# design 1

**Design 1: congestion heat map**

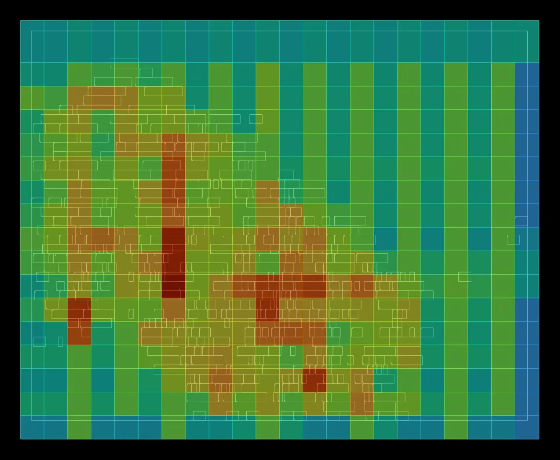

$ cat src/rtl/uart_tx_fifo.sv
// uart_tx_fifo: UART transmitter with a transmit FIFO in front of the shifter.
// Words come in over a valid/ready handshake, are queued, and are sent as
// start / data (LSB first) / optional parity / stop frames at a runtime
// divisor. When the queue is non-empty at the end of the last stop bit, the
// next frame starts on the following cycle with no idle gap.
module uart_tx_fifo #(
    parameter int DATA_BITS  = 8,
    parameter int DIV_W      = 16,
    parameter int FIFO_DEPTH = 4,
    parameter int PARITY     = 0,
    parameter int STOP_BITS  = 1
) (
    input  logic                          Clk,
    input  logic                          Reset,
    input  logic [DIV_W-1:0]              Divisor,
    input  logic [DATA_BITS-1:0]          Data,
    input  logic                          Valid,
    output logic                          Ready,
    output logic [$clog2(FIFO_DEPTH):0]   Level,
    output logic                          Busy,
    output logic                          Tx
);

    localparam int AW    = $clog2(FIFO_DEPTH);
    localparam int CNT_W = $clog2(DATA_BITS);

    // Reject parameter combinations the frame logic does not cover.
    if (PARITY < 0 || PARITY > 2) begin : g_bad_parity
        $error("uart_tx_fifo: PARITY must be 0, 1 or 2");
    end
    if (STOP_BITS < 1 || STOP_BITS > 2) begin : g_bad_stop
        $error("uart_tx_fifo: STOP_BITS must be 1 or 2");
    end
    if (DATA_BITS < 5 || DATA_BITS > 9) begin : g_bad_data
        $error("uart_tx_fifo: DATA_BITS must be 5..9");
    end
    if (FIFO_DEPTH < 2 || (FIFO_DEPTH & (FIFO_DEPTH - 1)) != 0) begin : g_bad_depth
        $error("uart_tx_fifo: FIFO_DEPTH must be a power of two >= 2");
    end

    typedef enum logic [2:0] {
        S_IDLE,
        S_START,
        S_DATA,
        S_PARITY,
        S_STOP
    } state_t;

    // ---------------------------------------------------------------
    // FIFO
    // ---------------------------------------------------------------
    logic [DATA_BITS-1:0] mem [FIFO_DEPTH];
    logic [AW:0]          wr_ptr;
    logic [AW:0]          rd_ptr;
    logic                 full;
    logic                 empty;
    logic                 wr_en;
    logic                 pop;
    logic [DATA_BITS-1:0] head;

    // The extra MSB on each pointer tells a full queue from an empty one.
    assign empty = (wr_ptr == rd_ptr);
    assign full  = (wr_ptr[AW] != rd_ptr[AW]) && (wr_ptr[AW-1:0] == rd_ptr[AW-1:0]);
    assign Ready = ~full;
    assign wr_en = Valid & ~full;
    assign Level = wr_ptr - rd_ptr;
    assign head  = mem[rd_ptr[AW-1:0]];

    // Pointer advance on write and on pop; both may happen on one edge.
    always_ff @(posedge Clk or posedge Reset) begin
        // NOTE: sequential state uses non-blocking assignments so every
        // register samples pre-edge values regardless of block order.
        if (Reset) begin
            wr_ptr <= '0;
            rd_ptr <= '0;
        end else begin
            if (wr_en) wr_ptr <= wr_ptr + 1'b1;
            if (pop)   rd_ptr <= rd_ptr + 1'b1;
        end
    end

    // Storage write.
    always_ff @(posedge Clk) begin
        // NOTE: the storage array has no reset; the pointers alone decide
        // which entries are valid, and this keeps it mappable to RAM.
        if (wr_en) mem[wr_ptr[AW-1:0]] <= Data;
    end

    // ---------------------------------------------------------------
    // Frame sequencer
    // ---------------------------------------------------------------
    state_t               state,    state_n;
    logic [DATA_BITS-1:0] shifter,  shifter_n;
    logic                 par_bit,  par_n;
    logic [DIV_W-1:0]     period,   period_n;
    logic [DIV_W-1:0]     baud_cnt, baud_n;
    logic [CNT_W-1:0]     bit_cnt,  bit_n;
    logic                 tx_q,     tx_n;
    logic                 busy_q;
    logic                 baud_done;
    logic                 start_frame;

    assign baud_done = (baud_cnt == '0);

    // Next-state and next-register values for the sequencer.
    always_comb begin
        // NOTE: every output gets a default first so no path infers a latch.
        state_n     = state;
        shifter_n   = shifter;
        par_n       = par_bit;
        period_n    = period;
        baud_n      = baud_cnt;
        bit_n       = bit_cnt;
        tx_n        = tx_q;
        start_frame = 1'b0;
        pop         = 1'b0;

        case (state)
            S_IDLE: begin
                tx_n = 1'b1;
                if (!empty) start_frame = 1'b1;
            end
            S_START: begin
                if (baud_done) begin
                    tx_n      = shifter[0];
                    shifter_n = shifter >> 1;
                    bit_n     = CNT_W'(DATA_BITS - 1);
                    state_n   = S_DATA;
                end
            end
            S_DATA: begin
                if (baud_done) begin
                    if (bit_cnt == '0) begin
                        if (PARITY != 0) begin
                            tx_n    = par_bit;
                            state_n = S_PARITY;
                        end else begin
                            tx_n    = 1'b1;
                            bit_n   = CNT_W'(STOP_BITS - 1);
                            state_n = S_STOP;
                        end
                    end else begin
                        tx_n      = shifter[0];
                        shifter_n = shifter >> 1;
                        bit_n     = bit_cnt - 1'b1;
                    end
                end
            end
            S_PARITY: begin
                if (baud_done) begin
                    tx_n    = 1'b1;
                    bit_n   = CNT_W'(STOP_BITS - 1);
                    state_n = S_STOP;
                end
            end
            S_STOP: begin
                if (baud_done) begin
                    if (bit_cnt == '0) begin
                        if (!empty) start_frame = 1'b1;
                        else        state_n     = S_IDLE;
                    end else begin
                        bit_n = bit_cnt - 1'b1;
                    end
                end
            end
            default: begin
                tx_n    = 1'b1;
                state_n = S_IDLE;
            end
        endcase

        // Bit timing: count down from the latched period, reload on expiry.
        if (state != S_IDLE) begin
            baud_n = baud_done ? period : baud_cnt - 1'b1;
        end

        // Frame start (from IDLE or straight out of the last stop bit):
        // take the head word, fix its parity now, latch the divisor.
        if (start_frame) begin
            pop       = 1'b1;
            shifter_n = head;
            par_n     = (^head) ^ (PARITY == 2);
            period_n  = Divisor;
            baud_n    = Divisor;
            tx_n      = 1'b0;
            state_n   = S_START;
        end
    end

    // Sequencer registers; Tx drops to idle-high the moment Reset rises.
    always_ff @(posedge Clk or posedge Reset) begin
        if (Reset) begin
            state    <= S_IDLE;
            shifter  <= '0;
            par_bit  <= 1'b0;
            period   <= '0;
            baud_cnt <= '0;
            bit_cnt  <= '0;
            tx_q     <= 1'b1;
        end else begin
            state    <= state_n;
            shifter  <= shifter_n;
            par_bit  <= par_n;
            period   <= period_n;
            baud_cnt <= baud_n;
            bit_cnt  <= bit_n;
            tx_q     <= tx_n;
        end
    end

    // Busy rises with any queue activity and falls on returning to idle empty.
    always_ff @(posedge Clk or posedge Reset) begin
        if (Reset) begin
            busy_q <= 1'b0;
        end else if (wr_en || pop) begin
            busy_q <= 1'b1;
        end else if (state_n == S_IDLE && empty) begin
            busy_q <= 1'b0;
        end
    end

    assign Tx   = tx_q;
    assign Busy = busy_q;

endmodule

$ cat config.mk
export PLATFORM = sky130hd
export DESIGN_NAME = uart_tx_fifo
export DESIGN_NICKNAME = d
export VERILOG_FILES = /design/src/rtl/uart_tx_fifo.sv
export SDC_FILE = /design/constraint.sdc
export NUM_CORES = 1
export LEC_CHECK = 0
export CORE_ASPECT_RATIO = 0.8
export CORE_MARGIN = 3
export CORE_UTILIZATION = 25
export CTS_BUF_LIST = sky130_fd_sc_hd__clkbuf_4
export CTS_CLUSTER_SIZE = 14
export DETAILED_ROUTE_END_ITERATION = 10
export MAX_ROUTING_LAYER = met4
export SYNTH_ARGS = -nofsm -noshare
export SYNTH_HDL_FRONTEND = slang
export SYNTH_SLANG_ARGS = --single-unit
$ cat constraint.sdc
create_clock -name Clk -period 3.1 [get_ports Clk]
set_input_delay 0.93 -clock Clk [delete_from_list [all_inputs] [get_ports Clk]]
set_output_delay 0.93 -clock Clk [all_outputs]
set_load 0.01 [all_outputs]
# design 2

**src/rtl/acc_pkg.sv**
```systemverilog
// Shared widths, mode encoding and saturation bounds for the window accumulator.
package acc_pkg;

    localparam int IN_W_DEF  = 13;
    localparam int FRAC_DEF  = 4;
    localparam int ACC_W_DEF = 21;
    localparam int DEPTH_DEF = 16;

    typedef enum logic {
        ACC_RUN = 1'b0,
        ACC_WIN = 1'b1
    } acc_mode_e;

    function automatic logic signed [63:0] sat_max(input int w);
        return (64'sd1 <<< (w - 1)) - 64'sd1;
    endfunction

    function automatic logic signed [63:0] sat_min(input int w);
        return -(64'sd1 <<< (w - 1));
    endfunction

endpackage

```
**src/rtl/acc_window_mem.sv**
```systemverilog
// DEPTH-entry sample ring: write pointer, read-before-write of the slot being
// overwritten, and a saturating fill count that masks stale RAM contents.
module acc_window_mem #(
    parameter int IN_W  = 13,
    parameter int DEPTH = 16
) (
    input  logic            clk_i,
    input  logic            rst_i,
    input  logic            clr_i,
    input  logic            wr_i,
    input  logic [IN_W-1:0] data_i,
    output logic [IN_W-1:0] old_o,
    output logic            full_o
);

    localparam int AW = $clog2(DEPTH);
    localparam int CW = AW + 1;

    logic [IN_W-1:0] ram_q [DEPTH];
    logic [AW-1:0]   wptr_q, wptr_d, waddr;
    logic [CW-1:0]   fill_q, fill_d;
    logic            full_q;

    // A clear that coincides with a write makes that sample slot 0 of a fresh window.
    always_comb begin
        waddr  = clr_i ? '0 : wptr_q;
        wptr_d = wptr_q;
        fill_d = fill_q;
        if (clr_i) begin
            wptr_d = wr_i ? AW'(1) : '0;
            fill_d = wr_i ? CW'(1) : '0;
        end else if (wr_i) begin
            wptr_d = wptr_q + AW'(1);
            fill_d = full_q ? fill_q : fill_q + CW'(1);
        end
    end

    always_ff @(posedge clk_i or posedge rst_i) begin
        if (rst_i) begin
            wptr_q <= '0;
            fill_q <= '0;
            full_q <= 1'b0;
        end else begin
            wptr_q <= wptr_d;
            fill_q <= fill_d;
            full_q <= (fill_d == CW'(DEPTH));
        end
    end

    always_ff @(posedge clk_i) begin
        if (wr_i) ram_q[waddr] <= data_i;
    end

    assign old_o  = full_q ? ram_q[wptr_q] : '0;
    assign full_o = full_q;

endmodule

```
**src/rtl/window_accumulator.sv**
```systemverilog
// Signed fixed-point accumulator: saturating running sum (mode 0) or exact
// moving-window sum over the last DEPTH samples (mode 1), plus look-ahead sum.
module window_accumulator
    import acc_pkg::*;
#(
    parameter int IN_W  = IN_W_DEF,
    parameter int FRAC  = FRAC_DEF,
    parameter int ACC_W = ACC_W_DEF,
    parameter int DEPTH = DEPTH_DEF
) (
    input  logic                    clk,
    input  logic                    rst,
    input  logic                    ce,
    input  logic                    clr,
    input  logic                    mode,
    input  logic                    in_valid,
    input  logic signed [IN_W-1:0]  A,
    output logic signed [ACC_W-1:0] Y,
    output logic signed [ACC_W-1:0] sum_out,
    output logic                    out_valid,
    output logic                    sat,
    output logic                    full
);

    if (ACC_W < IN_W + $clog2(DEPTH)) begin : g_bad_acc_w
        $error("window_accumulator: ACC_W too narrow for IN_W and DEPTH");
    end
    if (DEPTH < 2 || DEPTH > 256 || (DEPTH & (DEPTH - 1)) != 0) begin : g_bad_depth
        $error("window_accumulator: DEPTH must be a power of 2 in 2..256");
    end
    if (FRAC < 0 || FRAC >= IN_W) begin : g_bad_frac
        $error("window_accumulator: FRAC must lie in 0..IN_W-1");
    end

    localparam logic signed [ACC_W-1:0] Y_MAX = ACC_W'(sat_max(ACC_W));
    localparam logic signed [ACC_W-1:0] Y_MIN = ACC_W'(sat_min(ACC_W));

    acc_mode_e               mode_in, mode_q, mode_d;
    logic                    acc, clr_eff, wr_win, ovf;
    logic                    sat_q, sat_d, vld_q, vld_d;
    logic signed [ACC_W-1:0] y_q, y_d, a_ext, old_ext, run_sum, win_sum;
    logic signed [ACC_W:0]   run_wide;
    logic [IN_W-1:0]         old;

    assign mode_in = acc_mode_e'(mode);
    assign acc     = ce & in_valid;
    // A mode switch behaves exactly like clr on the same edge.
    assign clr_eff = ce & (clr | (mode_in != mode_q));
    assign wr_win  = acc & (mode_in == ACC_WIN);
    assign mode_d  = ce ? mode_in : mode_q;

    assign a_ext   = {{(ACC_W-IN_W){A[IN_W-1]}}, A};
    assign old_ext = {{(ACC_W-IN_W){old[IN_W-1]}}, old};

    assign run_wide = {y_q[ACC_W-1], y_q} + {a_ext[ACC_W-1], a_ext};
    assign ovf      = run_wide[ACC_W] ^ run_wide[ACC_W-1];
    assign run_sum  = ovf ? (run_wide[ACC_W] ? Y_MIN : Y_MAX) : run_wide[ACC_W-1:0];
    assign win_sum  = y_q + a_ext - old_ext;

    always_comb begin
        y_d   = y_q;
        sat_d = sat_q;
        vld_d = acc;
        if (clr_eff) begin
            y_d   = acc ? a_ext : '0;
            sat_d = 1'b0;
        end else if (acc) begin
            y_d = (mode_in == ACC_WIN) ? win_sum : run_sum;
            if (mode_in == ACC_RUN && ovf) sat_d = 1'b1;
        end
    end

    always_ff @(posedge clk or posedge rst) begin
        if (rst) begin
            y_q    <= '0;
            sat_q  <= 1'b0;
            vld_q  <= 1'b0;
            mode_q <= ACC_RUN;
        end else begin
            y_q    <= y_d;
            sat_q  <= sat_d;
            vld_q  <= vld_d;
            mode_q <= mode_d;
        end
    end

    acc_window_mem #(
        .IN_W  (IN_W),
        .DEPTH (DEPTH)
    ) u_win (
        .clk_i  (clk),
        .rst_i  (rst),
        .clr_i  (clr_eff),
        .wr_i   (wr_win),
        .data_i (A),
        .old_o  (old),
        .full_o (full)
    );

    assign Y         = y_q;
    assign sum_out   = y_d;
    assign out_valid = vld_q;
    assign sat       = sat_q;

endmodule
```
**config.mk**
```make
export PLATFORM = sky130hd
export DESIGN_NAME = window_accumulator
export DESIGN_NICKNAME = d
export VERILOG_FILES = /design/src/rtl/acc_pkg.sv /design/src/rtl/acc_window_mem.sv /design/src/rtl/window_accumulator.sv
export SDC_FILE = /design/constraint.sdc
export NUM_CORES = 1
export LEC_CHECK = 0
export ABC_AREA = 1
export CORE_ASPECT_RATIO = 1.4
export CORE_MARGIN = 2
export CORE_UTILIZATION = 35
export CTS_CLUSTER_SIZE = 16
export DETAILED_ROUTE_END_ITERATION = 10
export GPL_TIMING_DRIVEN = 0
export PLACE_DENSITY_LB_ADDON = 0.25
export SLEW_MARGIN = 40
export SYNTH_ARGS = -nofsm -noshare
export SYNTH_HDL_FRONTEND = slang
export SYNTH_SLANG_ARGS = --single-unit
```
**constraint.sdc**
```tcl
create_clock -name clk -period 15.18 [get_ports clk]
set_clock_uncertainty 0.2 [all_clocks]
set_input_delay 3.036 -clock clk [delete_from_list [all_inputs] [get_ports clk]]
set_output_delay 3.036 -clock clk [all_outputs]
set_load 0.005 [all_outputs]
```
# design 3

<file path="src/rtl/multiplier_16_bit_seq.sv">
// multiplier_16_bit_seq: sequential shift-and-add unsigned multiplier.
// One WIDTH-bit add with carry-out per RUN cycle, feeding the adder datapath
// (a, b, sum, carry-out) every cycle. Valid/ready on input and output, one
// multiplication in flight.
// Optional build macro: MUL_SKIP_ZERO_EN -- finish early once the remaining
// multiplier bits are all zero, using a barrel shift on the final RUN edge.
//
// state  | meaning
// S_IDLE | waiting for an operand pair, in_ready=1
// S_RUN  | one add/shift per edge, busy=1
// S_DONE | product held with out_valid=1 until out_ready
module multiplier_16_bit_seq #(
   parameter int WIDTH = 16,
   parameter int CNT_W = 5
) (
   input  logic                 clk,
   input  logic                 rst,
   input  logic                 in_valid,
   output logic                 in_ready,
   input  logic [WIDTH-1:0]     a,
   input  logic [WIDTH-1:0]     b,
   output logic                 out_valid,
   input  logic                 out_ready,
   output logic [2*WIDTH-1:0]   product,
   output logic                 busy
);

   typedef enum logic [1:0] {
      S_IDLE = 2'd0,
      S_RUN  = 2'd1,
      S_DONE = 2'd2
   } state_t;

   state_t               r_state;
   state_t               w_state_nxt;

   logic [WIDTH-1:0]     r_acc;
   logic [WIDTH-1:0]     r_mq;
   logic [WIDTH-1:0]     r_mcand;
   logic [CNT_W-1:0]     r_cnt;
   logic [2*WIDTH-1:0]   r_product;

   // adder datapath operands and results
   logic [WIDTH-1:0]     w_add_a;
   logic [WIDTH-1:0]     w_add_b;
   logic [WIDTH-1:0]     w_add_sum;
   logic                 w_add_cout;

   logic [2*WIDTH-1:0]   w_step;
   logic [2*WIDTH-1:0]   w_run_res;
   logic                 w_last;

   assign w_add_a = r_acc;
   assign w_add_b = r_mq[0] ? r_mcand : '0;
   assign {w_add_cout, w_add_sum} = {1'b0, w_add_a} + {1'b0, w_add_b};

   // {c, sum, mq} shifted right by one: upper half is the new acc, lower the new mq
   assign w_step = {w_add_cout, w_add_sum, r_mq[WIDTH-1:1]};

`ifdef MUL_SKIP_ZERO_EN
   // Bits of mq still to be consumed after this edge's add: positions
   // 1 .. WIDTH-1-cnt. When they are all zero the remaining iterations
   // would only shift, so shift by WIDTH-1-cnt now and finish.
   logic [WIDTH-1:0]     w_hi_bits;
   logic [CNT_W-1:0]     w_skip_sh;

   assign w_hi_bits = (r_mq >> 1) & ({WIDTH{1'b1}} >> (r_cnt + CNT_W'(1)));
   assign w_skip_sh = CNT_W'(WIDTH - 1) - r_cnt;
   assign w_last    = (w_hi_bits == '0);
   assign w_run_res = w_last ? (w_step >> w_skip_sh) : w_step;
`else
   assign w_last    = (r_cnt == CNT_W'(WIDTH - 1));
   assign w_run_res = w_step;
`endif

   // state register
   always_ff @(posedge clk) begin
      if (rst) begin
         r_state <= S_IDLE;
      end else begin
         r_state <= w_state_nxt;
      end
   end

   // next-state logic; a DONE transfer always returns to IDLE first
   always_comb begin
      w_state_nxt = r_state;
      case (r_state)
         S_IDLE:  if (in_valid)  w_state_nxt = S_RUN;
         S_RUN:   if (w_last)    w_state_nxt = S_DONE;
         S_DONE:  if (out_ready) w_state_nxt = S_IDLE;
         default:                w_state_nxt = S_IDLE;
      endcase
   end

   // state-decoded outputs
   always_comb begin
      in_ready  = 1'b0;
      busy      = 1'b0;
      out_valid = 1'b0;
      case (r_state)
         S_IDLE:  in_ready  = 1'b1;
         S_RUN:   busy      = 1'b1;
         S_DONE:  out_valid = 1'b1;
         default: in_ready  = 1'b0;
      endcase
   end

   // datapath: operand capture, shift-and-add iteration, product capture on entry to DONE
   always_ff @(posedge clk) begin
      if (rst) begin
         r_acc     <= '0;
         r_mq      <= '0;
         r_mcand   <= '0;
         r_cnt     <= '0;
         r_product <= '0;
      end else begin
         case (r_state)
            S_IDLE: begin
               if (in_valid) begin
                  r_mcand <= a;
                  r_mq    <= b;
                  r_acc   <= '0;
                  r_cnt   <= '0;
               end
            end
            S_RUN: begin
               {r_acc, r_mq} <= w_run_res;
               r_cnt         <= r_cnt + CNT_W'(1);
               if (w_last) begin
                  r_product <= w_run_res;
               end
            end
            default: begin
            end
         endcase
      end
   end

   assign product = r_product;

endmodule

</file>
<file path="config.mk">
export PLATFORM = sky130hd
export DESIGN_NAME = multiplier_16_bit_seq
export DESIGN_NICKNAME = d
export VERILOG_FILES = /design/src/rtl/multiplier_16_bit_seq.sv
export SDC_FILE = /design/constraint.sdc
export NUM_CORES = 1
export LEC_CHECK = 0
export ABC_AREA = 1
export CORE_ASPECT_RATIO = 2
export CORE_MARGIN = 2
export CORE_UTILIZATION = 50
export DETAILED_ROUTE_END_ITERATION = 16
export GPL_ROUTABILITY_DRIVEN = 0
export PLACE_DENSITY = 0.75
export SLEW_MARGIN = 20
export SYNTH_ARGS = -nofsm -noshare
export SYNTH_HDL_FRONTEND = slang
export SYNTH_SLANG_ARGS = --single-unit
</file>
<file path="constraint.sdc">
create_clock -name clk -period 6.06 [get_ports clk]
set_input_delay 1.515 -clock clk [delete_from_list [all_inputs] [get_ports clk]]
set_output_delay 1.515 -clock clk [all_outputs]
set_load 0.01 [all_outputs]
</file>
# design 4

[config.mk]
export PLATFORM = sky130hd
export DESIGN_NAME = sensor_read_scheduler
export DESIGN_NICKNAME = d
export VERILOG_FILES = /design/src/rtl/kalman_pkg.sv /design/src/rtl/rr_arbiter3.sv /design/src/rtl/sensor_read_scheduler.sv
export SDC_FILE = /design/constraint.sdc
export NUM_CORES = 1
export LEC_CHECK = 0
export ABC_AREA = 1
export CORE_MARGIN = 4
export CORE_UTILIZATION = 39
export CTS_CLUSTER_DIAMETER = 30
export DETAILED_ROUTE_END_ITERATION = 10
export SYNTH_ARGS = -nofsm -noshare
export SYNTH_HDL_FRONTEND = slang
export SYNTH_HIERARCHICAL = 1
export SYNTH_SLANG_ARGS = --single-unit
[constraint.sdc]
create_clock -name clk -period 3.8 [get_ports clk]
set_clock_uncertainty 0.1 [all_clocks]
set_input_delay 1.14 -clock clk [delete_from_list [all_inputs] [get_ports clk]]
set_output_delay 1.14 -clock clk [all_outputs]
set_load 0.1 [all_outputs]
[src/rtl/kalman_pkg.sv]
`default_nettype none
// ============================================================================
//  Module      : kalman_pkg
//  Description : Shared types and constants for the Kalman filter front end:
//                sensor identifiers, scheduler state encoding, axis geometry.
//  Revision    : 1.0  initial release
// ============================================================================
package kalman_pkg;

    localparam int AXIS_W    = 16;
    localparam int N_AXES    = 3;
    localparam int N_SENSORS = 3;

    typedef enum logic [1:0] {
        ACC  = 2'd0,
        GYRO = 2'd1,
        MAG  = 2'd2
    } sensor_id_t;

    typedef enum logic [1:0] {
        IDLE   = 2'd0,
        ISSUE  = 2'd1,
        WAIT   = 2'd2,
        COMMIT = 2'd3
    } sched_state_t;

endpackage
`default_nettype wire

[src/rtl/rr_arbiter3.sv]
`default_nettype none
// ============================================================================
//  Module      : rr_arbiter3
//  Description : Combinational three-way round-robin arbiter. Picks the first
//                eligible requester after last_served in the cyclic order
//                ACC -> GYRO -> MAG.
//  Ports       : eligible    in  3  request vector, bit n = sensor id n
//                last_served in  2  sensor granted most recently
//                grant       out 2  selected sensor (don't-care if !grant_valid)
//                grant_valid out 1  at least one requester is eligible
//  Revision    : 1.0  initial release
// ============================================================================
module rr_arbiter3
    import kalman_pkg::*;
(
    input  logic [2:0]  eligible,
    input  sensor_id_t  last_served,
    output sensor_id_t  grant,
    output logic        grant_valid
);

    always_comb begin
        grant       = ACC;
        grant_valid = |eligible;
        case (last_served)
            ACC: begin
                if (eligible[1])      grant = GYRO;
                else if (eligible[2]) grant = MAG;
                else                  grant = ACC;
            end
            GYRO: begin
                if (eligible[2])      grant = MAG;
                else if (eligible[0]) grant = ACC;
                else                  grant = GYRO;
            end
            default: begin
                if (eligible[0])      grant = ACC;
                else if (eligible[1]) grant = GYRO;
                else                  grant = MAG;
            end
        endcase
    end

endmodule
`default_nettype wire

[src/rtl/sensor_read_scheduler.sv]
`default_nettype none
// ============================================================================
//  Module      : sensor_read_scheduler
//  Description : Shares one register-read bus master between accelerometer,
//                gyroscope and magnetometer. Each granted sensor gets three
//                axis reads; the triple is published with a ready flag that
//                the consumer clears with a read acknowledge. Includes a
//                per-word bus timeout and data-ready overrun detection.
//  Ports       : clk, n_rst (sync, active-low), configured
//                acc/gyro/mag_drdy  in   data-ready levels
//                bus_start/bus_sensor/bus_reg  out  read request
//                bus_done/bus_rdata            in   read response
//                acc/gyro/mag_ready out, acc/gyro/mag_read in
//                acc/gyro/mag_data  out  48-bit {z, y, x}
//                overrun, bus_timeout  out  one-cycle event pulses
//  Revision    : 1.0  initial release
// ============================================================================
module sensor_read_scheduler
    import kalman_pkg::*;
#(
    parameter int TIMEOUT = 255
) (
    input  logic                     clk,
    input  logic                     n_rst,
    input  logic                     configured,
    input  logic                     acc_drdy,
    input  logic                     gyro_drdy,
    input  logic                     mag_drdy,
    output logic                     bus_start,
    output logic [1:0]               bus_sensor,
    output logic [1:0]               bus_reg,
    input  logic                     bus_done,
    input  logic [AXIS_W-1:0]        bus_rdata,
    output logic                     acc_ready,
    output logic                     gyro_ready,
    output logic                     mag_ready,
    input  logic                     acc_read,
    input  logic                     gyro_read,
    input  logic                     mag_read,
    output logic [N_AXES*AXIS_W-1:0] acc_data,
    output logic [N_AXES*AXIS_W-1:0] gyro_data,
    output logic [N_AXES*AXIS_W-1:0] mag_data,
    output logic                     overrun,
    output logic                     bus_timeout
);

    localparam int                 c_CNT_W    = $clog2(TIMEOUT + 1);
    localparam int                 c_DATA_W   = N_AXES * AXIS_W;
    localparam logic [c_CNT_W-1:0] c_CNT_LAST = c_CNT_W'(TIMEOUT - 1);
    localparam logic [c_CNT_W-1:0] c_CNT_MAX  = c_CNT_W'(TIMEOUT);

    sched_state_t          r_state;
    sensor_id_t            r_grant;
    sensor_id_t            r_last;
    logic [1:0]            r_axis;
    logic [c_CNT_W-1:0]    r_cnt;
    logic [2:0]            r_pending;
    logic [2:0]            r_ready;
    logic [AXIS_W-1:0]     r_shadow [N_AXES];
    logic [c_DATA_W-1:0]   r_data   [N_SENSORS];
    logic                  r_bus_start;
    logic [1:0]            r_bus_sensor;
    logic [1:0]            r_bus_reg;
    logic                  r_overrun;
    logic                  r_timeout;

    logic [2:0]            w_drdy;
    logic [2:0]            w_read;
    logic [2:0]            w_eligible;
    logic [2:0]            w_grant_oh;
    sensor_id_t            w_grant;
    logic                  w_grant_valid;
    logic                  w_commit;
    logic                  w_abort;

    assign w_drdy     = {mag_drdy, gyro_drdy, acc_drdy};
    assign w_read     = {mag_read, gyro_read, acc_read};
    // Unconsumed data is never overwritten, so a sensor with ready set waits.
    assign w_eligible = r_pending & ~r_ready;
    assign w_grant_oh = 3'b001 << r_grant;
    assign w_commit   = (r_state == COMMIT);
    // The abort fires on the edge where the counter would reach TIMEOUT,
    // which places the pulse exactly TIMEOUT cycles after WAIT entry.
    assign w_abort    = (r_state == WAIT) && !bus_done && (r_cnt == c_CNT_LAST);

    rr_arbiter3 u_arb (
        .eligible    (w_eligible),
        .last_served (r_last),
        .grant       (w_grant),
        .grant_valid (w_grant_valid)
    );

    always_ff @(posedge clk) begin
        if (!n_rst) begin
            r_state      <= IDLE;
            r_grant      <= ACC;
            r_last       <= MAG;
            r_axis       <= 2'd0;
            r_cnt        <= '0;
            r_pending    <= 3'b000;
            r_ready      <= 3'b000;
            r_bus_start  <= 1'b0;
            r_bus_sensor <= 2'd0;
            r_bus_reg    <= 2'd0;
            r_overrun    <= 1'b0;
            r_timeout    <= 1'b0;
            for (int i = 0; i < N_AXES; i++)    r_shadow[i] <= '0;
            for (int i = 0; i < N_SENSORS; i++) r_data[i]   <= '0;
        end else begin
            r_bus_start <= 1'b0;
            r_timeout   <= w_abort;
            r_overrun   <= |(w_drdy & r_pending);
            // Clear before set: a drdy coinciding with a clear keeps pending.
            r_pending   <= (r_pending & ~((w_commit || w_abort) ? w_grant_oh : 3'b000))
                         | w_drdy;
            r_ready     <= (r_ready & ~w_read) | (w_commit ? w_grant_oh : 3'b000);

            for (int i = 0; i < N_SENSORS; i++) begin
                if (w_commit && w_grant_oh[i]) begin
                    r_data[i] <= {r_shadow[2], r_shadow[1], r_shadow[0]};
                end
            end

            case (r_state)
                IDLE: begin
                    if (configured && w_grant_valid) begin
                        r_grant      <= w_grant;
                        r_axis       <= 2'd0;
                        r_bus_start  <= 1'b1;
                        r_bus_sensor <= w_grant;
                        r_bus_reg    <= 2'd0;
                        r_state      <= ISSUE;
                    end
                end
                ISSUE: begin
                    r_cnt   <= '0;
                    r_state <= WAIT;
                end
                WAIT: begin
                    if (bus_done) begin
                        r_shadow[r_axis] <= bus_rdata;
                        if (r_axis == 2'd2) begin
                            r_state <= COMMIT;
                        end else begin
                            r_axis       <= r_axis + 2'd1;
                            r_bus_start  <= 1'b1;
                            r_bus_sensor <= r_grant;
                            r_bus_reg    <= r_axis + 2'd1;
                            r_state      <= ISSUE;
                        end
                    end else begin
                        if (r_cnt != c_CNT_MAX) r_cnt <= r_cnt + c_CNT_W'(1);
                        if (w_abort) begin
                            r_last  <= r_grant;
                            r_state <= IDLE;
                        end
                    end
                end
                default: begin
                    r_last  <= r_grant;
                    r_state <= IDLE;
                end
            endcase
        end
    end

    assign bus_start   = r_bus_start;
    assign bus_sensor  = r_bus_sensor;
    assign bus_reg     = r_bus_reg;
    assign acc_ready   = r_ready[0];
    assign gyro_ready  = r_ready[1];
    assign mag_ready   = r_ready[2];
    assign acc_data    = r_data[0];
    assign gyro_data   = r_data[1];
    assign mag_data    = r_data[2];
    assign overrun     = r_overrun;
    assign bus_timeout = r_timeout;

endmodule
`default_nettype wire

**Design 2: congestion heat map**

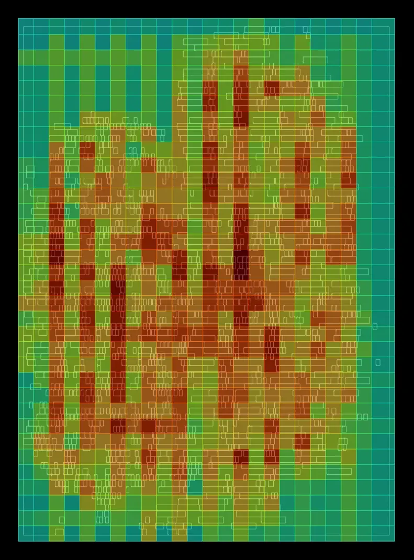
met3 Use GR: 0.0237
GR Util met1: 0.252
wire per inst: 21.2 microns

==> results.sh, design 2 <==
# source this file to load flow results
export IMPL_core_sq_um=37500
export IMPL_crit_arrival_ns=6.91
export IMPL_synth_distinct_cells=42
export IMPL_drive_above_1_share=0.0726
export IMPL_postCtsSetupRepairBufs=0
export IMPL_comb_share=0.355
export IMPL_p_per_area_nw_per_um2=134
export IMPL_port_buffers=63
export IMPL_grt_util_all_layers=0.218
export IMPL_cts_sinks=242
export IMPL_ys_top_logic_family="simple AND/OR/NAND/NOR gates"
export IMPL_grt_max_degree=35
export IMPL_top_cell="nand2_1"
export IMPL_numCtsBuffers=24
export IMPL_detailed_place_hpwl_microns=32300
export IMPL_switching_share=0.364
export IMPL_fa_ha_area_frac=0.0737
export IMPL_syn_nets=1541
export IMPL_tns_ns=0
export IMPL_status="finished clean"
export IMPL_synth_cells=1456
export IMPL_inverters=167
export IMPL_crit_path_max_incr_delay_ns=0.63
export IMPL_critical_path_cell_chain="buf_2 -> inv_1 -> fa_1 -> inv_1 -> ha_1 -> nand2_1 -> nor3_1 -> nand4_1 -> nand3_1 -> nand2_1 -> nand3_1 -> nand2_1 -> inv_1 -> nand2_1 -> nand2_1 -> nand2_1 -> nand2_1 -> clkdlybuf4s50_1"
export IMPL_finalClockPeriodUsage=0.668
export IMPL_cp_max_fo=28
export IMPL_ctsHoldBuffers=0
export IMPL_p_comb_mw=0.729
export IMPL_yosys_cells=1456
**Design 4: congestion heat map**

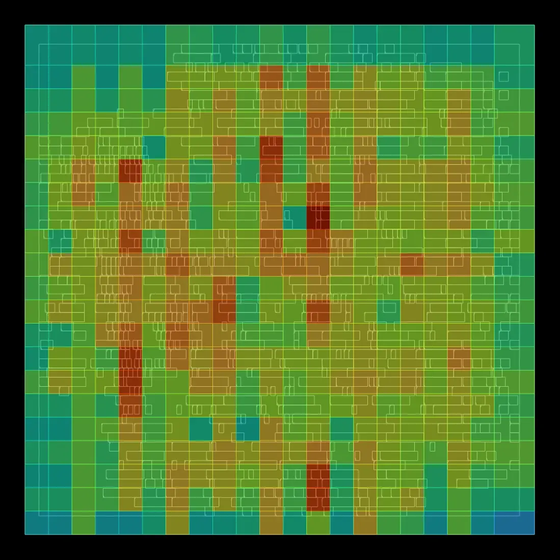
met3 Use GR: 0.0412
All-Layer GR Usage: 0.160
Final Util: 0.560

==> results.sh, design 4 <==
# source this file to load flow results
export IMPL_die_area_sq_um=22400
export IMPL_ctsHoldBuffers=0
export IMPL_maxPowerGroup="the clock network"
export IMPL_cts_buffer_depth=3
export IMPL_rsz0062_at_grt="no"
export IMPL_top_usage_layer="met2"
export IMPL_dr_pass1_iters=4
export IMPL_fillers=1601
export IMPL_pg_clk_mw=3.53
export IMPL_cts_root_buf="clkbuf_16"
export IMPL_regArea_sq_um=6310
export IMPL_status="finished clean"
export IMPL_cts_repair_resized=0
export IMPL_htreeDepth=2
export IMPL_power_leakage_nw=4.66
export IMPL_area_growth_synth_to_final_pct=39.9
export IMPL_r2r_setup_slack_ns=1.66
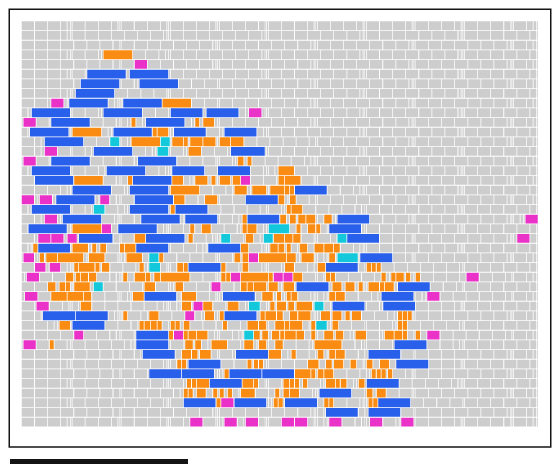
**Above:** design 1 (placement by cell class).
Bar = 50 microns. Fill, decap, tap and diode cells in grey.
[cyan] clock drivers and dummy loads | cells: 16 | share of their area: 3.0%
[magenta] other buffers and delay cells | cells: 45 | share of their area: 8.7%
[blue] flops | cells: 86 | share of their area: 49%
[orange] combinational and other logic | cells: 278 | share of their area: 39%
core area: 16600 sq um
Final Util: 0.303
Seq/total area: 0.461
Design Area, Final: 5020 sq um

**Design 1: routed metal, one colour a layer**

Bar = 50 microns. Two of the layers only.
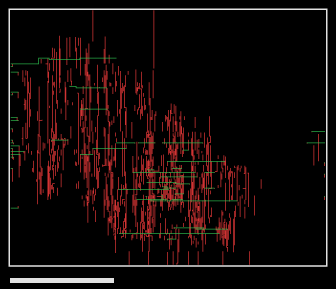
[red] metal 2 | wire length: 4240 microns
[green] metal 3 | wire length: 502 microns
All-Layer GR Usage: 0.111
wire per inst: 15.1 microns
Routed Wire Length: 9760 microns

Notes on 'congestion heat map' of design 1 above:
GR met2 Demand/Resource: 0.166
gr busiest metal: met2

==> results.sh, design 1 <==
# source this file to load flow results
export IMPL_switching_share=0.368
export IMPL_grt_pass1_wl_microns=16200
export IMPL_crit_path_max_incr_delay_ns=0.40
export IMPL_synth_area_per_cell_sq_um=11.2
export IMPL_yosys_area_top_type_share=0.311
export IMPL_critical_path_cell_chain="inv_2 -> ha_1 -> fa_1 -> xnor2_1 -> dlygate4sd2_1"
export IMPL_buffers=45
export IMPL_met2_length_microns=4240
export IMPL_seq_power_mw=1.70
export IMPL_maxPowerGroup="sequential cells"
export IMPL_status="finished clean"
export IMPL_regArea_sq_um=2310
export IMPL_numCtsBuffers=9
export IMPL_power_frac_clock=0.187
export IMPL_cts_tree="done"
export IMPL_ys_seq_frac=0.543
export IMPL_pwr_share_comb=0.317
**Design 3: congestion heat map**

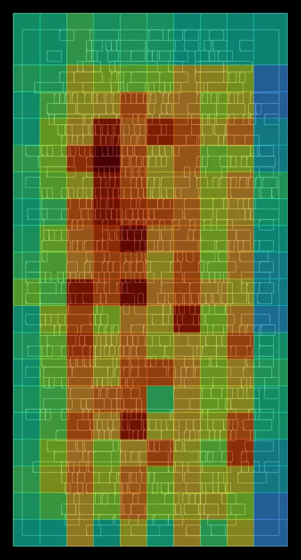
Final Util: 0.630
All-Layer GR Usage: 0.233
GR met2 Demand/Resource: 0.428

==> results.sh, design 3 <==
# source this file to load flow results
export IMPL_clock_latency_late_pin_ns=0.34
export IMPL_status="finished clean"
export IMPL_drcViolationCount=0
export IMPL_ys_top_logic_family="simple AND/OR/NAND/NOR gates"
export IMPL_gr_usage_met1=0.241
export IMPL_finalClockPeriodUsage=0.547
export IMPL_critical_path_top_delay_family="buffers and inverters"
export IMPL_p_per_area_nw_per_um2=244
export IMPL_overflow=0
export IMPL_fa_ha_area_frac=0.0550
export IMPL_ys_sh_mux=0
export IMPL_rows=48
export IMPL_setup_slack_ns=2.74
export IMPL_inverters=96
export IMPL_drt_met1_wl_microns=3980
export IMPL_clock_skew_ns=0.00561
export IMPL_top_cells_by_area="dfxtp_1 (39%), nand2_1 (15%), inv_1 (7.7%)"
export IMPL_met2_length_microns=5700

## Gallery

Local utilization.
shot_01.png
The die is cut into 15 by 12 equal tiles; black is low, pale yellow is high, 0 to 100% covered.
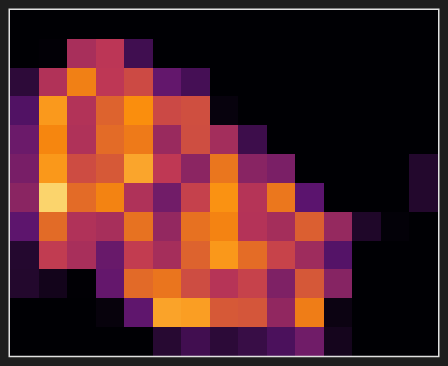
shot_02.png
The die is cut into 15 by 15 equal tiles; black is low, pale yellow is high, 0 to 100% covered.
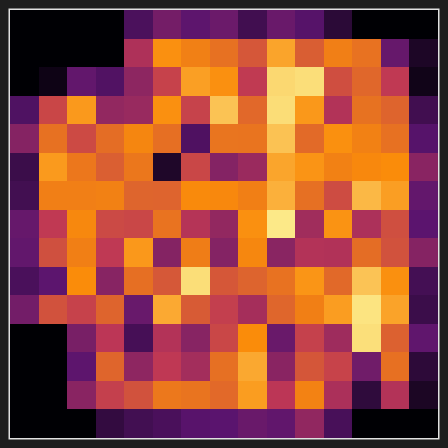
shot_03.png
The die is cut into 7 by 14 equal tiles; black is low, pale yellow is high, 0 to 100% covered.
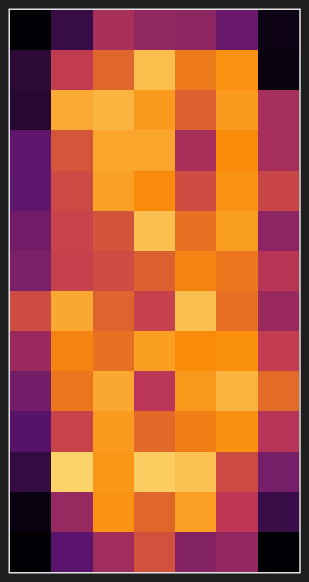
shot_04.png
The die is cut into 17 by 23 equal tiles; black is low, pale yellow is high, 0 to 100% covered.
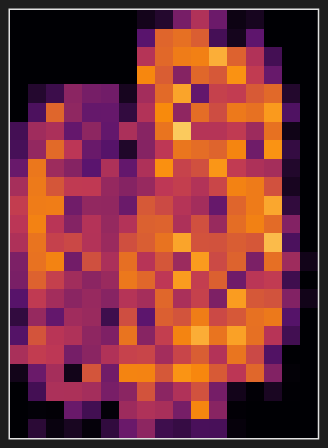
| from | picture |
|---|---|
| design 3 | shot_03.png |
| design 1 | shot_01.png |
| design 4 | shot_02.png |
| design 2 | shot_04.png |


# design 5

**Design 5: where the registers sit**

Bar = 50 microns. Other sequential cells in the stronger grey, the rest of the logic in the fainter grey.
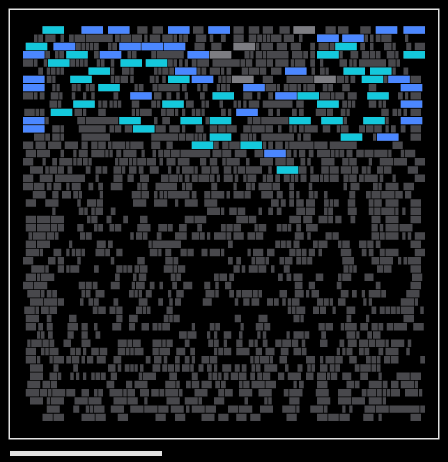
**Design 5: local utilization**

The die is cut into 14 by 14 equal tiles; black is low, pale yellow is high, 0 to 100% covered.
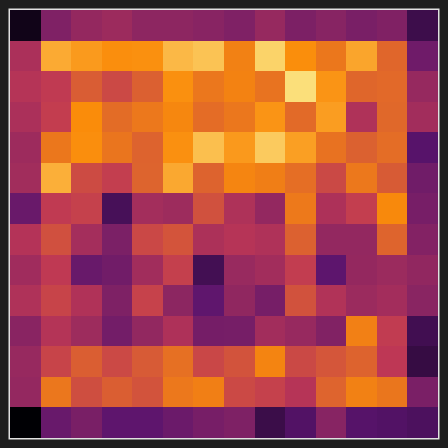
**Design 5: routed metal, one colour a layer**

Bar = 50 microns. Two of the layers only.
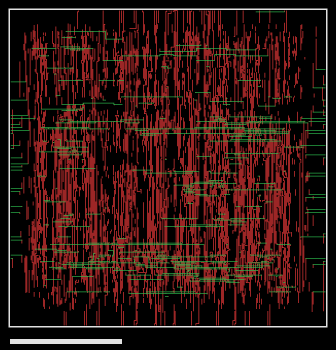
File: src/rtl/alu_exec_stage_if.sv
// Handshake/bus bundle between the ALU-control decoder, the execute stage and MEM.
// The slave view belongs to the execute stage; the master view drives it.
interface alu_exec_stage_if #(
    parameter int unsigned WIDTH = 32
);
    logic             in_valid;
    logic             in_ready;
    logic [3:0]       alu_ctl;
    logic [WIDTH-1:0] op_a;
    logic [WIDTH-1:0] op_b;
    logic             out_valid;
    logic             out_ready;
    logic [WIDTH-1:0] result;
    logic             zero;
    logic             overflow;
    logic             illegal_op;

    modport slave (
        input  in_valid, alu_ctl, op_a, op_b, out_ready,
        output in_ready, out_valid, result, zero, overflow, illegal_op
    );

    modport master (
        output in_valid, alu_ctl, op_a, op_b, out_ready,
        input  in_ready, out_valid, result, zero, overflow, illegal_op
    );
endinterface

File: src/rtl/alu_exec_stage.sv
// MIPS execute stage: combinational ALU feeding a 2-entry skid buffer (main + skid),
// in-order results, no combinational out_ready -> in_ready path.
module alu_exec_stage #(
    parameter int unsigned WIDTH = 32
) (
    input  logic             clk,
    input  logic             rst_n,
    input  logic             flush,
    alu_exec_stage_if.slave  bus
);
    localparam int unsigned MSB = WIDTH - 1;

    localparam logic [3:0] CTL_AND = 4'b0000;
    localparam logic [3:0] CTL_OR  = 4'b0001;
    localparam logic [3:0] CTL_ADD = 4'b0010;
    localparam logic [3:0] CTL_SUB = 4'b0110;
    localparam logic [3:0] CTL_SLT = 4'b0111;
    localparam logic [3:0] CTL_NOR = 4'b1100;
    localparam logic [3:0] CTL_XOR = 4'b1101;

    typedef struct packed {
        logic [WIDTH-1:0] result;
        logic             zero;
        logic             overflow;
        logic             illegal_op;
    } res_t;

    res_t             res_c;
    logic [WIDTH-1:0] sum_c;
    logic [WIDTH-1:0] diff_c;
    logic             acc_c;
    logic             pop_c;

    res_t m_q, m_d, s_q, s_d;
    logic m_v_q, m_v_d, s_v_q, s_v_d;

    // ALU: result and flags from the operands presented this cycle
    always_comb begin
        res_c  = '0;
        sum_c  = bus.op_a + bus.op_b;
        diff_c = bus.op_a - bus.op_b;
        case (bus.alu_ctl)
            CTL_ADD: begin
                res_c.result   = sum_c;
                res_c.overflow = (bus.op_a[MSB] == bus.op_b[MSB]) && (sum_c[MSB] != bus.op_a[MSB]);
            end
            CTL_SUB: begin
                res_c.result   = diff_c;
                res_c.overflow = (bus.op_a[MSB] != bus.op_b[MSB]) && (diff_c[MSB] != bus.op_a[MSB]);
            end
            CTL_AND: res_c.result = bus.op_a & bus.op_b;
            CTL_OR:  res_c.result = bus.op_a | bus.op_b;
            CTL_NOR: res_c.result = ~(bus.op_a | bus.op_b);
            CTL_XOR: res_c.result = bus.op_a ^ bus.op_b;
            CTL_SLT: res_c.result = {{(WIDTH-1){1'b0}}, ($signed(bus.op_a) < $signed(bus.op_b))};
            default: res_c.illegal_op = 1'b1;
        endcase
        res_c.zero = (res_c.result == '0);
    end

    assign acc_c = bus.in_valid && !s_v_q;
    assign pop_c = m_v_q && bus.out_ready;

    // Skid buffer next state; M is always the older entry when both are valid
    always_comb begin
        m_d   = m_q;
        s_d   = s_q;
        m_v_d = m_v_q;
        s_v_d = s_v_q;
        if (flush) begin
            m_v_d = 1'b0;
            s_v_d = 1'b0;
        end else if (!m_v_q) begin
            if (acc_c) begin
                m_d   = res_c;
                m_v_d = 1'b1;
            end
        end else if (pop_c) begin
            if (acc_c) begin
                m_d = res_c;
            end else if (s_v_q) begin
                m_d   = s_q;
                s_v_d = 1'b0;
            end else begin
                m_v_d = 1'b0;
            end
        end else if (acc_c) begin
            s_d   = res_c;
            s_v_d = 1'b1;
        end
    end

    always_ff @(posedge clk) begin
        if (!rst_n) begin
            m_q   <= '0;
            s_q   <= '0;
            m_v_q <= 1'b0;
            s_v_q <= 1'b0;
        end else begin
            m_q   <= m_d;
            s_q   <= s_d;
            m_v_q <= m_v_d;
            s_v_q <= s_v_d;
        end
    end

    assign bus.in_ready   = !s_v_q;
    assign bus.out_valid  = m_v_q;
    assign bus.result     = m_q.result;
    assign bus.zero       = m_q.zero;
    assign bus.overflow   = m_q.overflow;
    assign bus.illegal_op = m_q.illegal_op;

endmodule

File: src/flat_wrapper.sv
// flat-port wrapper written by rule: the top's interface ports become plain ports
module alu_exec_stage_flat 
#(
    parameter int unsigned WIDTH = 32
)
  (clk, rst_n, flush, bus_in_valid, bus_alu_ctl, bus_op_a, bus_op_b, bus_out_ready, bus_in_ready, bus_out_valid, bus_result, bus_zero, bus_overflow, bus_illegal_op);
  alu_exec_stage_if #(.WIDTH(WIDTH)) bus_i ();
  input  logic clk;
  input  logic rst_n;
  input  logic flush;
  input wire logic [$bits(bus_i.in_valid)-1:0] bus_in_valid;
  input wire logic [$bits(bus_i.alu_ctl)-1:0] bus_alu_ctl;
  input wire logic [$bits(bus_i.op_a)-1:0] bus_op_a;
  input wire logic [$bits(bus_i.op_b)-1:0] bus_op_b;
  input wire logic [$bits(bus_i.out_ready)-1:0] bus_out_ready;
  output wire logic [$bits(bus_i.in_ready)-1:0] bus_in_ready;
  output wire logic [$bits(bus_i.out_valid)-1:0] bus_out_valid;
  output wire logic [$bits(bus_i.result)-1:0] bus_result;
  output wire logic [$bits(bus_i.zero)-1:0] bus_zero;
  output wire logic [$bits(bus_i.overflow)-1:0] bus_overflow;
  output wire logic [$bits(bus_i.illegal_op)-1:0] bus_illegal_op;
  assign bus_i.in_valid = bus_in_valid;
  assign bus_i.alu_ctl = bus_alu_ctl;
  assign bus_i.op_a = bus_op_a;
  assign bus_i.op_b = bus_op_b;
  assign bus_i.out_ready = bus_out_ready;
  assign bus_in_ready = bus_i.in_ready;
  assign bus_out_valid = bus_i.out_valid;
  assign bus_result = bus_i.result;
  assign bus_zero = bus_i.zero;
  assign bus_overflow = bus_i.overflow;
  assign bus_illegal_op = bus_i.illegal_op;
  alu_exec_stage #(.WIDTH(WIDTH)) u_core (.clk(clk), .rst_n(rst_n), .flush(flush), .bus(bus_i));
endmodule
File: config.mk
export PLATFORM = sky130hd
export DESIGN_NAME = alu_exec_stage_flat
export DESIGN_NICKNAME = d
export VERILOG_FILES = /design/src/rtl/alu_exec_stage_if.sv /design/src/rtl/alu_exec_stage.sv /design/src/flat_wrapper.sv
export SDC_FILE = /design/constraint.sdc
export NUM_CORES = 1
export LEC_CHECK = 0
export CORE_MARGIN = 4
export CORE_UTILIZATION = 50
export DETAILED_ROUTE_END_ITERATION = 6
export GPL_TIMING_DRIVEN = 0
export PLACE_DENSITY = 0.73
export REMOVE_ABC_BUFFERS = 1
export SKIP_CTS_REPAIR_TIMING = 1
export SLEW_MARGIN = 20
export SYNTH_ARGS = -nofsm -noshare
export SYNTH_HDL_FRONTEND = slang
export SYNTH_SLANG_ARGS = --single-unit
File: constraint.sdc
create_clock -name clk -period 12.78 [get_ports clk]
set_input_delay 3.195 -clock clk [delete_from_list [all_inputs] [get_ports clk]]
set_output_delay 3.195 -clock clk [all_outputs]
set_load 0.005 [all_outputs]
==> results.sh <==
# source this file to load flow results
export IMPL_status="finished clean"
export IMPL_clockBufferCount=10
export IMPL_path_depth=11
export IMPL_port_buffers=109
export IMPL_post_place_ws_ns=4.26
export IMPL_clkTransAtPathRegs_ns=0.06
export IMPL_placed_area_sq_um=10200
export IMPL_timing_slew_headroom=0.240
export IMPL_drt_wirelength_per_cell_microns=20.8
export IMPL_synth_distinct_cells=82
export IMPL_htreeDepth=3
export IMPL_cts_root_buf="clkbuf_16"
export IMPL_switching_share=0.378
export IMPL_min_to="u_core.bus.result[25]"
export IMPL_vias_per_cell=6.51
export IMPL_crit_type="in2reg"
export IMPL_seqPwrFrac=0.274
export IMPL_drt_met1_wl_microns=13700
export IMPL_clock_latency_late_pin_ns=0.34
export IMPL_end_kind="flip-flop"
export IMPL_r2r_cells=8
export IMPL_xor_area_frac=0.00592
About 'where the registers sit' of design 5:
[cyan] `u_core.s_q` | sequential cells: 35 | where: a band across the top
[blue] `u_core.bus.result` | sequential cells: 32 | where: a band across the top
not coloured: 5
FF+latch area: 1440 sq um
Seq power: 0.236 mW
Seq/total area: 0.137
Final Util: 0.605

About 'local utilization' of design 5:
mean over tiles: 51%
tiles over 75% full: 11%
nearly empty tiles: 0.50%

About 'routed metal, one colour a layer' of design 5:
[green] metal 3 | wire length: 2520 microns
[red] metal 2 | wire length: 14900 microns



==> notes/layouts.md <==
Pictures saved along the way, in no particular order.

Routed metal, one colour a layer.
Plate I
Bar = 50 microns. Two of the layers only.
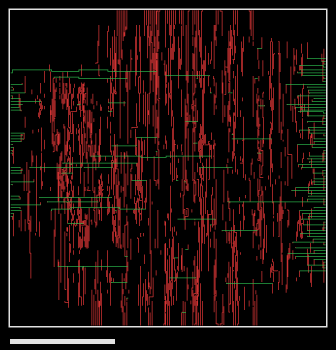
Plate II
Bar = 20 microns. Two of the layers only.
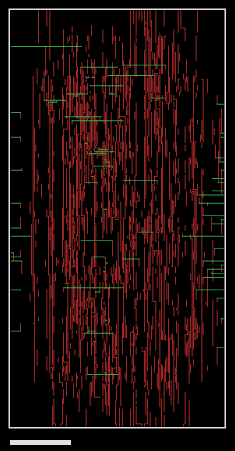
Plate III
Bar = 50 microns. Two of the layers only.
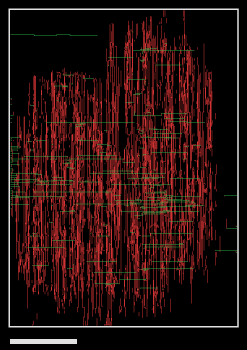
- Plate III = design 2
- Plate I = design 4
- Plate II = design 3
Of these, smallest die: Plate II
Of these, most wire: Plate III

Power figures rest on the tool's default switching activity, not on a simulated workload.
